######## irrigation_zone_ctrl_flat ########
===== src/rtl/irrigation_zone_ctrl_if.sv =====
// Bundles the sensor/threshold inputs and the valve/pump drive outputs of irrigation_zone_ctrl.
interface irrigation_zone_ctrl_if #(
   parameter int N_ZONES = 4,
   parameter int M_WIDTH = 7,
   parameter int T_WIDTH = 7
);
   logic                       sec_tick;
   logic [N_ZONES*M_WIDTH-1:0] m_sense;
   logic [N_ZONES*M_WIDTH-1:0] m_thresh;
   logic [T_WIDTH-1:0]         water_time_in;
   logic [N_ZONES-1:0]         zone_en;
   logic                       window_ok;
   logic [N_ZONES-1:0]         valve;
   logic                       pump;
   logic [2:0]                 active_zone;
   logic [1:0]                 state;
   logic                       burst_done;

   modport master (
      output sec_tick, m_sense, m_thresh, water_time_in, zone_en, window_ok,
      input  valve, pump, active_zone, state, burst_done
   );

   modport slave (
      input  sec_tick, m_sense, m_thresh, water_time_in, zone_en, window_ok,
      output valve, pump, active_zone, state, burst_done
   );
endinterface


===== src/rtl/irrigation_zone_ctrl.sv =====
// Round-robin multi-zone irrigation controller: one valve at a time on a shared pump,
// each timed burst followed by an optional soak period.
module irrigation_zone_ctrl #(
   parameter int N_ZONES    = 4,
   parameter int M_WIDTH    = 7,
   parameter int T_WIDTH    = 7,
   parameter int HYST       = 4,
   parameter int SOAK_TICKS = 30
) (
   input logic                   clk,
   input logic                   rst_n,
   irrigation_zone_ctrl_if.slave zc
);
   localparam int ZW = $clog2(N_ZONES);

   typedef enum logic [1:0] {
      ST_STANDBY  = 2'd0,
      ST_WATERING = 2'd1,
      ST_SOAK     = 2'd2
   } state_e;

   localparam logic [T_WIDTH-1:0] CNT_MAX = '1;

   state_e             state_q, state_d;
   logic [ZW-1:0]      zone_q, zone_d;
   logic [ZW-1:0]      rr_q, rr_d;
   logic [T_WIDTH-1:0] water_cnt_q, water_cnt_d;
   logic [T_WIDTH-1:0] soak_cnt_q, soak_cnt_d;
   logic [N_ZONES-1:0] valve_q, valve_d;
   logic               pump_q;
   logic               burst_done_q, burst_done_d;

   logic [N_ZONES-1:0] dry, wet;
   logic               pick_valid;
   logic [ZW-1:0]      pick_zone;
   logic [T_WIDTH-1:0] wt_eff, water_inc, soak_inc;
   logic               stop;

   // The wet comparison is widened by one bit so thresh + HYST cannot wrap.
   always_comb begin
      dry = '0;
      wet = '0;
      for (int i = 0; i < N_ZONES; i++) begin
         dry[i] = zc.zone_en[i] &&
                  (zc.m_sense[i*M_WIDTH +: M_WIDTH] <= zc.m_thresh[i*M_WIDTH +: M_WIDTH]);
         wet[i] = {1'b0, zc.m_sense[i*M_WIDTH +: M_WIDTH]} >
                  ({1'b0, zc.m_thresh[i*M_WIDTH +: M_WIDTH]} + (M_WIDTH+1)'(HYST));
      end
   end

   // Search upward from rr_ptr+1; the first dry zone hit wins.
   always_comb begin
      logic [ZW:0] idx;
      pick_valid = 1'b0;
      pick_zone  = rr_q;
      idx        = '0;
      for (int off = 1; off <= N_ZONES; off++) begin
         idx = {1'b0, rr_q} + (ZW+1)'(off);
         if (idx >= (ZW+1)'(N_ZONES)) idx = idx - (ZW+1)'(N_ZONES);
         if (!pick_valid && dry[idx[ZW-1:0]]) begin
            pick_valid = 1'b1;
            pick_zone  = idx[ZW-1:0];
         end
      end
   end

   assign wt_eff    = (zc.water_time_in == '0) ? T_WIDTH'(1) : zc.water_time_in;
   assign water_inc = (water_cnt_q == CNT_MAX) ? water_cnt_q : water_cnt_q + T_WIDTH'(1);
   assign soak_inc  = (soak_cnt_q == CNT_MAX) ? soak_cnt_q : soak_cnt_q + T_WIDTH'(1);
   assign stop      = (zc.sec_tick && (water_inc >= wt_eff)) || wet[zone_q] ||
                      !zc.zone_en[zone_q] || !zc.window_ok;

   // NOTE: every signal gets its hold value before the case, so no path leaves one unassigned (no latch).
   always_comb begin
      state_d      = state_q;
      zone_d       = zone_q;
      rr_d         = rr_q;
      water_cnt_d  = water_cnt_q;
      soak_cnt_d   = soak_cnt_q;
      burst_done_d = 1'b0;
      case (state_q)
         ST_STANDBY: begin
            if (zc.window_ok && pick_valid) begin
               state_d     = ST_WATERING;
               zone_d      = pick_zone;
               water_cnt_d = '0;
            end
         end
         ST_WATERING: begin
            if (stop) begin
               rr_d         = zone_q;
               burst_done_d = 1'b1;
               water_cnt_d  = '0;
               soak_cnt_d   = '0;
               state_d      = (SOAK_TICKS == 0) ? ST_STANDBY : ST_SOAK;
            end else if (zc.sec_tick) begin
               water_cnt_d = water_inc;
            end
         end
         ST_SOAK: begin
            if (zc.sec_tick) begin
               if (int'(soak_inc) >= SOAK_TICKS) begin
                  state_d    = ST_STANDBY;
                  soak_cnt_d = '0;
               end else begin
                  soak_cnt_d = soak_inc;
               end
            end
         end
         default: state_d = ST_STANDBY;
      endcase
      valve_d = '0;
      if (state_d == ST_WATERING) valve_d[zone_d] = 1'b1;
   end

   // NOTE: state registers use non-blocking assignments so every flop samples pre-edge values.
   always_ff @(posedge clk or negedge rst_n) begin
      if (!rst_n) begin
         state_q      <= ST_STANDBY;
         zone_q       <= '0;
         rr_q         <= ZW'(N_ZONES-1);
         water_cnt_q  <= '0;
         soak_cnt_q   <= '0;
         valve_q      <= '0;
         pump_q       <= 1'b0;
         burst_done_q <= 1'b0;
      end else begin
         state_q      <= state_d;
         zone_q       <= zone_d;
         rr_q         <= rr_d;
         water_cnt_q  <= water_cnt_d;
         soak_cnt_q   <= soak_cnt_d;
         valve_q      <= valve_d;
         pump_q       <= |valve_d;
         burst_done_q <= burst_done_d;
      end
   end

   assign zc.valve       = valve_q;
   assign zc.pump        = pump_q;
   assign zc.active_zone = 3'(zone_q);
   assign zc.state       = state_q;
   assign zc.burst_done  = burst_done_q;
endmodule

===== src/flat_wrapper.sv =====
// flat-port wrapper written by rule: the top's interface ports become plain ports
module irrigation_zone_ctrl_flat 
#(
   parameter int N_ZONES    = 4,
   parameter int M_WIDTH    = 7,
   parameter int T_WIDTH    = 7,
   parameter int HYST       = 4,
   parameter int SOAK_TICKS = 30
)
  (clk, rst_n, zc_sec_tick, zc_m_sense, zc_m_thresh, zc_water_time_in, zc_zone_en, zc_window_ok, zc_valve, zc_pump, zc_active_zone, zc_state, zc_burst_done);
  irrigation_zone_ctrl_if #(.N_ZONES(N_ZONES), .M_WIDTH(M_WIDTH), .T_WIDTH(T_WIDTH)) zc_i ();
  input logic clk;
  input logic rst_n;
  input wire logic [$bits(zc_i.sec_tick)-1:0] zc_sec_tick;
  input wire logic [$bits(zc_i.m_sense)-1:0] zc_m_sense;
  input wire logic [$bits(zc_i.m_thresh)-1:0] zc_m_thresh;
  input wire logic [$bits(zc_i.water_time_in)-1:0] zc_water_time_in;
  input wire logic [$bits(zc_i.zone_en)-1:0] zc_zone_en;
  input wire logic [$bits(zc_i.window_ok)-1:0] zc_window_ok;
  output wire logic [$bits(zc_i.valve)-1:0] zc_valve;
  output wire logic [$bits(zc_i.pump)-1:0] zc_pump;
  output wire logic [$bits(zc_i.active_zone)-1:0] zc_active_zone;
  output wire logic [$bits(zc_i.state)-1:0] zc_state;
  output wire logic [$bits(zc_i.burst_done)-1:0] zc_burst_done;
  assign zc_i.sec_tick = zc_sec_tick;
  assign zc_i.m_sense = zc_m_sense;
  assign zc_i.m_thresh = zc_m_thresh;
  assign zc_i.water_time_in = zc_water_time_in;
  assign zc_i.zone_en = zc_zone_en;
  assign zc_i.window_ok = zc_window_ok;
  assign zc_valve = zc_i.valve;
  assign zc_pump = zc_i.pump;
  assign zc_active_zone = zc_i.active_zone;
  assign zc_state = zc_i.state;
  assign zc_burst_done = zc_i.burst_done;
  irrigation_zone_ctrl #(.N_ZONES(N_ZONES), .M_WIDTH(M_WIDTH), .T_WIDTH(T_WIDTH), .HYST(HYST), .SOAK_TICKS(SOAK_TICKS)) u_core (.clk(clk), .rst_n(rst_n), .zc(zc_i));
endmodule

===== config.mk =====
export PLATFORM = sky130hd
export DESIGN_NAME = irrigation_zone_ctrl_flat
export DESIGN_NICKNAME = d
export VERILOG_FILES = /design/src/rtl/irrigation_zone_ctrl_if.sv /design/src/rtl/irrigation_zone_ctrl.sv /design/src/flat_wrapper.sv
export SDC_FILE = /design/constraint.sdc
export NUM_CORES = 1
export LEC_CHECK = 0
export CELL_PAD_IN_SITES_DETAIL_PLACEMENT = 1
export CELL_PAD_IN_SITES_GLOBAL_PLACEMENT = 1
export CORE_UTILIZATION = 48
export DETAILED_ROUTE_END_ITERATION = 8
export DONT_BUFFER_PORTS = 1
export GPL_TIMING_DRIVEN = 0
export PLACE_DENSITY = 0.78
export SLEW_MARGIN = 20
export SYNTH_ARGS = -nofsm -noshare
export SYNTH_HDL_FRONTEND = slang
export SYNTH_SLANG_ARGS = --single-unit

===== constraint.sdc =====
create_clock -name clk -period 3.68 [get_ports clk]
set_input_delay 0.92 -clock clk [delete_from_list [all_inputs] [get_ports clk]]
set_output_delay 0.92 -clock clk [all_outputs]
set_load 0.01 [all_outputs]

Fig. 1: irrigation_zone_ctrl_flat, cell placement
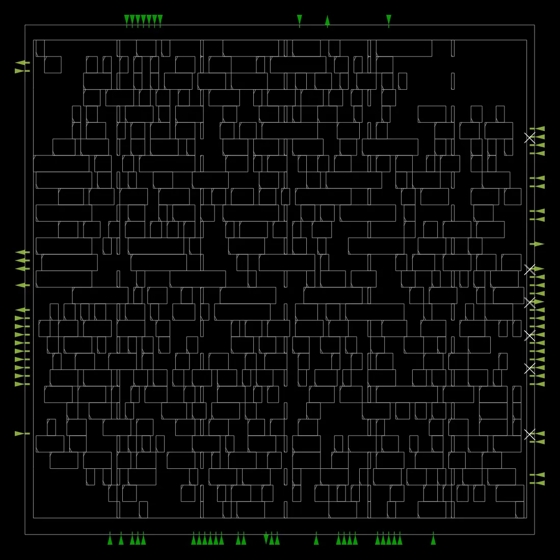
well tap count: 77
core region area: 6420 um2
number of sequential cells in the layout: 26
sequential cell area share: 19.0%
fill cell count: 778

Fig. 2: irrigation_zone_ctrl_flat, the metal 2 layer
Cells faint in the background.
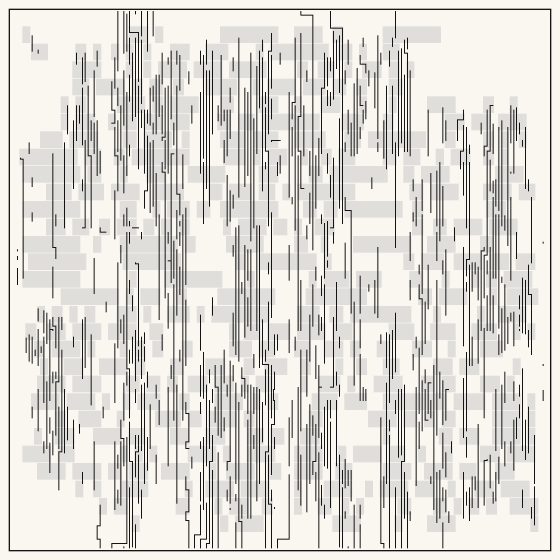
nets with wire on the layer: 454
wire length on this layer: 4150 um
share of all routed wire: 52%
total routed wirelength: 7.90 mm
met2 Resource Use GR: 42.7%
via count: 2740

==> summary.txt <==
Physical implementation

The standard-cell row count is 29. After layout, the minimum clock period comes to about 3.6 ns. Power attributed to sequential cells is about 470 uW. The flow ran to the end, but the final reports show violations. Compared with the post-synthesis result, the final layout area differs by 6.54%.

Once the floorplan was initialized, standard cells occupied approximately 50% of the core. Recorded from the global router log, the overflow total was 0. The critical path launch point is u_core.water_cnt_q[0]$_DFFE_PN0P_.

The largest net degree at the start of global routing is 27. The final routed DRC violation total is 12. The worst setup path is launched from a flop. Per STA, the worst path is made up of ha_1 > and2_1 > and4_2 > nand2_4 > and4_4 > nand3_1 > xnor2_2 > ha_1 > o2111ai_1 > a21oi_1 > o31a_1 > o21ai_4 > nand3_2 > buf_6 > a21bo_1 > nor2_1. The floorplan die width is ~84 um. The most used routing layer in global routing is met2. The design internal power is ~720 uW. In the final routed layout, each cell accounts on average for approximately 17 um. The checks that failed: DRC.

The final clock period utilization by the worst path is between 90% and 100%. The number of cells reported by Yosys stat comes to around 380. The maximum fanout count along the critical path is 5. According to the dpl log, the detail-placed design has an HPWL of 6.57 mm. The deepest level of the CTS H-tree is 1. The CTS root buffer is clkbuf_8. The detailed-routing iteration count for the pre-antenna-repair pass is 6. The switching power is roughly 520 uW. For the worst setup path, the data arrival time is approximately 3.8 ns. The via count of the first global-routing pass is approximately 3000. Per the timing report, the achievable frequency comes out to about 280 MHz. Yosys reports that the most numerous cell types are 62 x ha_1, 50 x inv_1, 24 x dfrtp_1.
Fig. 3: irrigation_zone_ctrl_flat, signal wires on met3
Bar = 20 um.
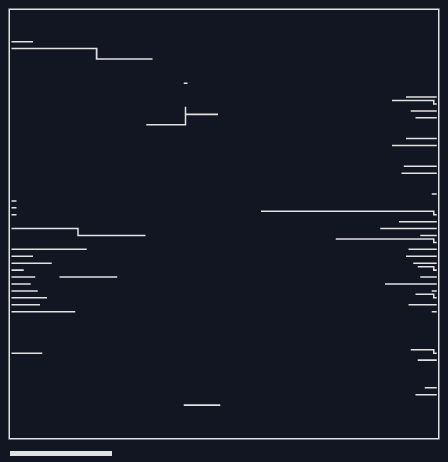
share of all routed wire: 4.5%
wire length on this layer: 354 um
nets with wire on the layer: 48
main direction: horizontal
global-route track usage on met3: 3.56%

[metal layers]
metal	wire, um	vias to the layer above
met5	0	-
met3	353	2
met4	4	0
li1	-	1380
met2	4150	53
met1	3400	1305
[cells by family after synthesis]
group	after synthesis	share of synthesized area [%]
AOI/OAI and AO/OA	82	19.8
adders and majority gates	62	24.0
other	1	0.116
xor gates and xnor gates	17	4.60
and+or+nand+nor	120	20.9
muxes	11	3.56
buffers and inverters	56	6.89
DFF	26	20.2

######## pipeline_sequencer ########
Fig. 4: pipeline_sequencer, I/O nets highlighted
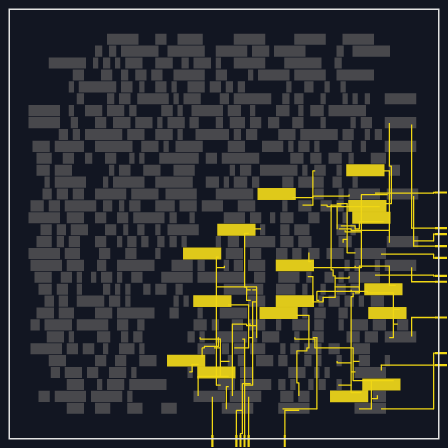
Fig. 5: pipeline_sequencer, cell placement
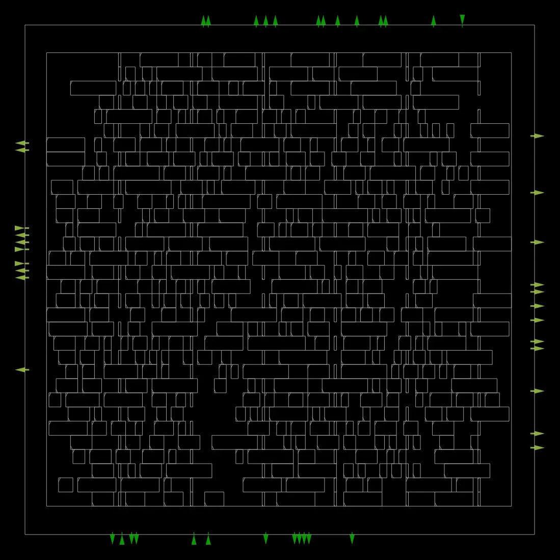
`src/rtl/pipe_seq_pkg.sv`:
```
// Shared definitions for the pipeline sequencer slice.
//   - State encoding constants (visible on state_o)
//   - NOP instruction word loaded into IF/ID on a flush
//   - Default counter width
package pipe_seq_pkg;

  localparam logic [2:0] ST_BOOT   = 3'd0;
  localparam logic [2:0] ST_RUN    = 3'd1;
  localparam logic [2:0] ST_DRAIN  = 3'd2;
  localparam logic [2:0] ST_HALTED = 3'd3;
  localparam logic [2:0] ST_STEP   = 3'd4;

  localparam logic [7:0] NOP_INSTR = 8'h00;

  localparam int unsigned DEF_CNT_W = 16;

endpackage

```
`src/rtl/pipe_valid_tracker.sv`:
```
// Occupancy tracker for the ID, EX and WB stages of the 4-stage core.
// Ports:
//   clk, rst          core clock, synchronous active-high reset
//   i_ifid_en         IF/ID register loads this cycle
//   i_pc_en           PC advances this cycle (a real fetch happens)
//   i_ifid_flush      IF/ID loads a NOP instead of the fetched word
//   i_idex_bubble     ID/EX loads a NOP
//   i_stall_eff       qualified hazard stall (ID instruction held)
//   o_v_id/ex/wb      current stage valid bits
//   o_v_*_nxt         values the valid bits take at the next edge
//   o_retire          an instruction completes WB this cycle
module pipe_valid_tracker (
  input  logic clk,
  input  logic rst,
  input  logic i_ifid_en,
  input  logic i_pc_en,
  input  logic i_ifid_flush,
  input  logic i_idex_bubble,
  input  logic i_stall_eff,
  output logic o_v_id,
  output logic o_v_ex,
  output logic o_v_wb,
  output logic o_v_id_nxt,
  output logic o_v_ex_nxt,
  output logic o_v_wb_nxt,
  output logic o_retire
);

  logic r_v_id;
  logic r_v_ex;
  logic r_v_wb;
  logic w_v_id_nxt;
  logic w_v_ex_nxt;
  logic w_v_wb_nxt;

  always_comb begin
    w_v_wb_nxt = r_v_ex;
    // A stalled ID instruction stays put, so nothing moves into EX.
    w_v_ex_nxt = r_v_id & ~i_idex_bubble & ~i_stall_eff;
    // IF/ID only holds a real instruction if the PC actually fetched
    // and the word was not replaced by a NOP.
    w_v_id_nxt = i_ifid_en ? (i_pc_en & ~i_ifid_flush) : r_v_id;
  end

  always_ff @(posedge clk) begin
    if (rst) begin
      r_v_id <= 1'b0;
      r_v_ex <= 1'b0;
      r_v_wb <= 1'b0;
    end else begin
      r_v_id <= w_v_id_nxt;
      r_v_ex <= w_v_ex_nxt;
      r_v_wb <= w_v_wb_nxt;
    end
  end

  assign o_v_id     = r_v_id;
  assign o_v_ex     = r_v_ex;
  assign o_v_wb     = r_v_wb;
  assign o_v_id_nxt = w_v_id_nxt;
  assign o_v_ex_nxt = w_v_ex_nxt;
  assign o_v_wb_nxt = w_v_wb_nxt;
  assign o_retire   = r_v_wb;

endmodule

```
`src/rtl/pipeline_sequencer.sv`:
```
// Central pipeline controller for the 8-bit, 4-stage (IF/ID/EX/WB) core.
// Sequences boot hold-off, jump squashing, hazard stalls and debug
// halt / drain / single-step / resume; counts active cycles and retires.
// Ports:
//   clk, rst                core clock, synchronous active-high reset
//   jump_id                 jump decoded in ID
//   hazard_stall            hold PC and IF/ID for one cycle
//   halt_req/step_req/resume_req  debug command pulses
//   pc_en, ifid_en          PC / IF/ID load enables
//   ifid_flush              IF/ID loads NOP_INSTR
//   idex_bubble             ID/EX loads a NOP
//   halted                  halted with an empty pipeline
//   state_o                 current state encoding
//   cycle_cnt, retire_cnt   active-cycle and retired-instruction counters
module pipeline_sequencer
  import pipe_seq_pkg::*;
#(
  parameter int unsigned RESET_HOLD_CYCLES = 2,
  parameter int unsigned CNT_W             = DEF_CNT_W
) (
  input  logic             clk,
  input  logic             rst,
  input  logic             jump_id,
  input  logic             hazard_stall,
  input  logic             halt_req,
  input  logic             step_req,
  input  logic             resume_req,
  output logic             pc_en,
  output logic             ifid_en,
  output logic             ifid_flush,
  output logic             idex_bubble,
  output logic             halted,
  output logic [2:0]       state_o,
  output logic [CNT_W-1:0] cycle_cnt,
  output logic [CNT_W-1:0] retire_cnt
);

  localparam int unsigned BOOT_W =
    (RESET_HOLD_CYCLES < 2) ? 1 : $clog2(RESET_HOLD_CYCLES + 1);

  logic [2:0]        r_state;
  logic [2:0]        w_state_nxt;
  logic [BOOT_W-1:0] r_boot_cnt;
  logic              r_pend_halt;
  logic [CNT_W-1:0]  r_cycle_cnt;
  logic [CNT_W-1:0]  r_retire_cnt;

  logic w_v_id;
  logic w_v_ex;
  logic w_v_wb;
  logic w_v_id_nxt;
  logic w_v_ex_nxt;
  logic w_v_wb_nxt;
  logic w_retire;
  logic w_jump_eff;
  logic w_stall_eff;
  logic w_boot_done;
  logic w_active;

  pipe_valid_tracker u_valid (
    .clk           (clk),
    .rst           (rst),
    .i_ifid_en     (ifid_en),
    .i_pc_en       (pc_en),
    .i_ifid_flush  (ifid_flush),
    .i_idex_bubble (idex_bubble),
    .i_stall_eff   (w_stall_eff),
    .o_v_id        (w_v_id),
    .o_v_ex        (w_v_ex),
    .o_v_wb        (w_v_wb),
    .o_v_id_nxt    (w_v_id_nxt),
    .o_v_ex_nxt    (w_v_ex_nxt),
    .o_v_wb_nxt    (w_v_wb_nxt),
    .o_retire      (w_retire)
  );

  // Jump/stall requests only matter when ID holds a real instruction.
  assign w_jump_eff  = jump_id & w_v_id;
  assign w_stall_eff = hazard_stall & w_v_id;

  assign w_boot_done = (32'(r_boot_cnt) + 32'd1) >= RESET_HOLD_CYCLES;
  assign w_active    = (r_state == ST_RUN) || (r_state == ST_DRAIN) ||
                       (r_state == ST_STEP);

  // Output decode; stall takes priority over jump in every fetching state.
  always_comb begin
    pc_en       = 1'b0;
    ifid_en     = 1'b0;
    ifid_flush  = 1'b0;
    idex_bubble = 1'b0;
    halted      = 1'b0;
    case (r_state)
      ST_RUN, ST_STEP: begin
        if (w_stall_eff) begin
          idex_bubble = 1'b1;
        end else begin
          pc_en      = 1'b1;
          ifid_en    = 1'b1;
          ifid_flush = w_jump_eff;
        end
      end
      ST_DRAIN: begin
        if (w_stall_eff) begin
          idex_bubble = 1'b1;
        end else begin
          // IF/ID empties while ID advances; a jump still updates the PC.
          pc_en      = w_jump_eff;
          ifid_en    = 1'b1;
          ifid_flush = 1'b1;
        end
      end
      ST_HALTED: begin
        idex_bubble = 1'b1;
        halted      = 1'b1;
      end
      default: begin
        ifid_flush  = 1'b1;
        idex_bubble = 1'b1;
      end
    endcase
  end

  always_comb begin
    w_state_nxt = r_state;
    case (r_state)
      ST_BOOT: begin
        if (w_boot_done) begin
          w_state_nxt = (r_pend_halt | halt_req) ? ST_HALTED : ST_RUN;
        end
      end
      ST_RUN: begin
        if (halt_req) begin
          w_state_nxt = ST_DRAIN;
        end
      end
      ST_DRAIN: begin
        // Exit only once the pipeline will be empty after this edge.
        if (!(w_v_id_nxt | w_v_ex_nxt | w_v_wb_nxt)) begin
          w_state_nxt = ST_HALTED;
        end
      end
      ST_HALTED: begin
        if (resume_req) begin
          w_state_nxt = ST_RUN;
        end else if (step_req) begin
          w_state_nxt = ST_STEP;
        end
      end
      ST_STEP: begin
        w_state_nxt = ST_DRAIN;
      end
      default: begin
        w_state_nxt = ST_BOOT;
      end
    endcase
  end

  always_ff @(posedge clk) begin
    if (rst) begin
      r_state      <= ST_BOOT;
      r_boot_cnt   <= '0;
      r_pend_halt  <= 1'b0;
      r_cycle_cnt  <= '0;
      r_retire_cnt <= '0;
    end else begin
      r_state <= w_state_nxt;
      if (r_state == ST_BOOT) begin
        r_boot_cnt  <= w_boot_done ? r_boot_cnt : r_boot_cnt + 1'b1;
        r_pend_halt <= w_boot_done ? 1'b0 : (r_pend_halt | halt_req);
      end else begin
        r_pend_halt <= 1'b0;
      end
      if (w_active) begin
        r_cycle_cnt <= r_cycle_cnt + 1'b1;
      end
      if (w_retire) begin
        r_retire_cnt <= r_retire_cnt + 1'b1;
      end
    end
  end

  assign state_o    = r_state;
  assign cycle_cnt  = r_cycle_cnt;
  assign retire_cnt = r_retire_cnt;

endmodule

```
`config.mk`:
```
export PLATFORM = sky130hd
export DESIGN_NAME = pipeline_sequencer
export DESIGN_NICKNAME = d
export VERILOG_FILES = /design/src/rtl/pipe_seq_pkg.sv /design/src/rtl/pipe_valid_tracker.sv /design/src/rtl/pipeline_sequencer.sv
export SDC_FILE = /design/constraint.sdc
export NUM_CORES = 1
export LEC_CHECK = 0
export ABC_AREA = 1
export CAP_MARGIN = 40
export CELL_PAD_IN_SITES_DETAIL_PLACEMENT = 1
export CELL_PAD_IN_SITES_GLOBAL_PLACEMENT = 2
export CORE_MARGIN = 4
export CORE_UTILIZATION = 24
export DETAILED_ROUTE_END_ITERATION = 8
export PLACE_DENSITY = 0.73
export SYNTH_ARGS = -nofsm -noshare
export SYNTH_HDL_FRONTEND = slang
export SYNTH_SLANG_ARGS = --single-unit
```
`constraint.sdc`:
```
create_clock -name clk -period 1.4 [get_ports clk]
set_clock_uncertainty 0.1 [all_clocks]
set_input_delay 0.42 -clock clk [delete_from_list [all_inputs] [get_ports clk]]
set_output_delay 0.42 -clock clk [all_outputs]
set_load 0.1 [all_outputs]
```
==> summary.txt <==
Physical implementation

The run finished, with violations left. The final reports fail on setup timing. Counting distinct cell types in the post-synthesis netlist gives 23. The total of endpoints with negative setup slack in the final report is about 44. The fraction of final cell area spent on non-clock buffers in this run is a little under 40%.

The fraction of cell area in multi-input combinational cells is reported as 30.6%. The post-place instance area is between 3000 and 4000 um2. The hold slack is 0.368 ns.

The insertion delay of the later-clocked pin in the worst-skew pair is 0.30 ns. With fillers left out, the area of the finished cells amounts to between 4000 and 5000 um2. Buffers added to address setup during post-CTS repair amount to 28. At the placement stage, the worst setup path has a slack of -0.655 ns. The deepest level of the CTS H-tree is 2. The layout summary lists the proportion of cells stronger than drive strength 1 as between 60% and 70%. The number of instances in the synthesized netlist is around 280. The area fraction in full adders, half adders and majority gates is around 1.9%. The flow reports that the clock network draws 16.3% of the design power.

The count of flip-flops with a built-in enable after synthesis is 0. The analysis attributes to net switching a power of approximately 2800 uW. The overall overflow remaining after global route is 0. The detailed router reports a met2 wire length of roughly 4.4 mm. The critical path's most frequent cell is nor2_4. The reg-to-reg critical path endpoint is cycle_cnt[10]$_SDFFE_PP0N_. For reference, the top logic cell family by area is simple AND/OR/NAND/NOR gates.

Looking at the max-slew report, the worst-margin pin has a slew of between 0.2 and 0.3 ns. The minimum clock period after layout is 1.89 ns. Global routing used between 10% and 20% of the available met1 tracks. Along the critical path, the tally of buffer and inverter instances is 3.

Among cell families on the critical path, the largest total delay comes from flip-flops. The largest single stage delay on the critical path is between 0.3 and 0.4 ns. The average via count per standard cell is 4.51. Counting flops with an async set or reset pin after synthesis yields a share of 0%. The die is between 90 and 100 um tall. Per the layout area report, the combinational gate area comes to 1360 um2. Of the total synthesized cell area, the portion taken by AND-OR and OR-AND cells is roughly an eighth. Of the total power, combinational logic draws 61.3%. The most used routing layer in global routing is met2. The maximum vdd ir drop is ~0.0028 V. For the worst flop-to-flop path, the logic depth is 11. In this run the static leakage power is between 0.0015 and 0.002 uW.

In this run, the number of DRC markers left after iteration 0 of detailed routing was 25. The setup slack after layout is -0.493 ns. The met2 track demand over resource in global routing is between 20% and 30%. The combined global-route utilization of all metal layers is between 15 and 20%.
## Picture notes: Fig. 4
| color | port | direction | edge | end cells | buffers | wire |
|---|---|---|---|---|---|---|
| yellow | cycle_cnt | output | 10 right, 6 bottom | 16 | 20 | 793 um |
IO Port Bufs: 46
I/O pins: 47

## Picture notes: Fig. 5
core region area: 7770 um2
row count: 32
Layout Cells excl Fill: 527
fill cell count: 867

-- cells by family (layout without fill, tap and decap cells) --
logic type | Yosys count | after routing
compound gates | 46 | 46
xor+xnor | 9 | 9
buf+inv | 44 | 190
simple gates | 136 | 136
fa+ha+maj | 3 | 3
flops | 41 | 41
-- power by group through the flow --
stage          logic (uW)  clock network [uW]  registers, uW
6_report             3820                1020           1390
5_1_grt              4040                1100           1420
4_1_cts              3590                1060           1400
3_5_place_dp         3120                   0           1420
3_3_place_gp         3050                   0           1410
2_1_floorplan        1470                   0           1790


==> notes/layouts.md <==
Pictures saved along the way, in no particular order.

Placement by cell class.
Fill, decap, tap and diode cells in gray.
picture 1
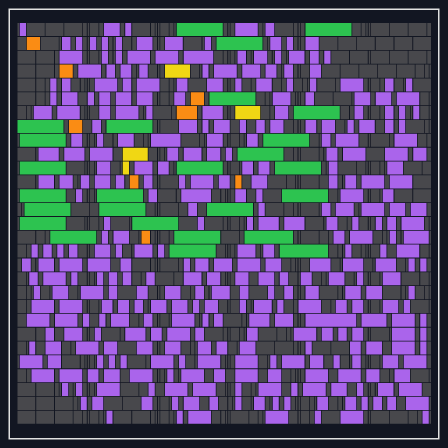
picture 2
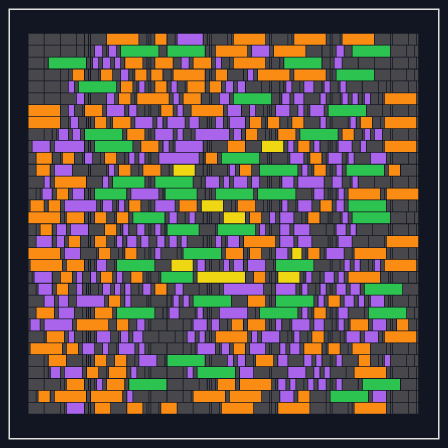
picture 2 -> pipeline_sequencer
picture 1 -> irrigation_zone_ctrl_flat
Of these, most sequential cells: picture 2

Power is estimated from default activity; no workload was simulated.
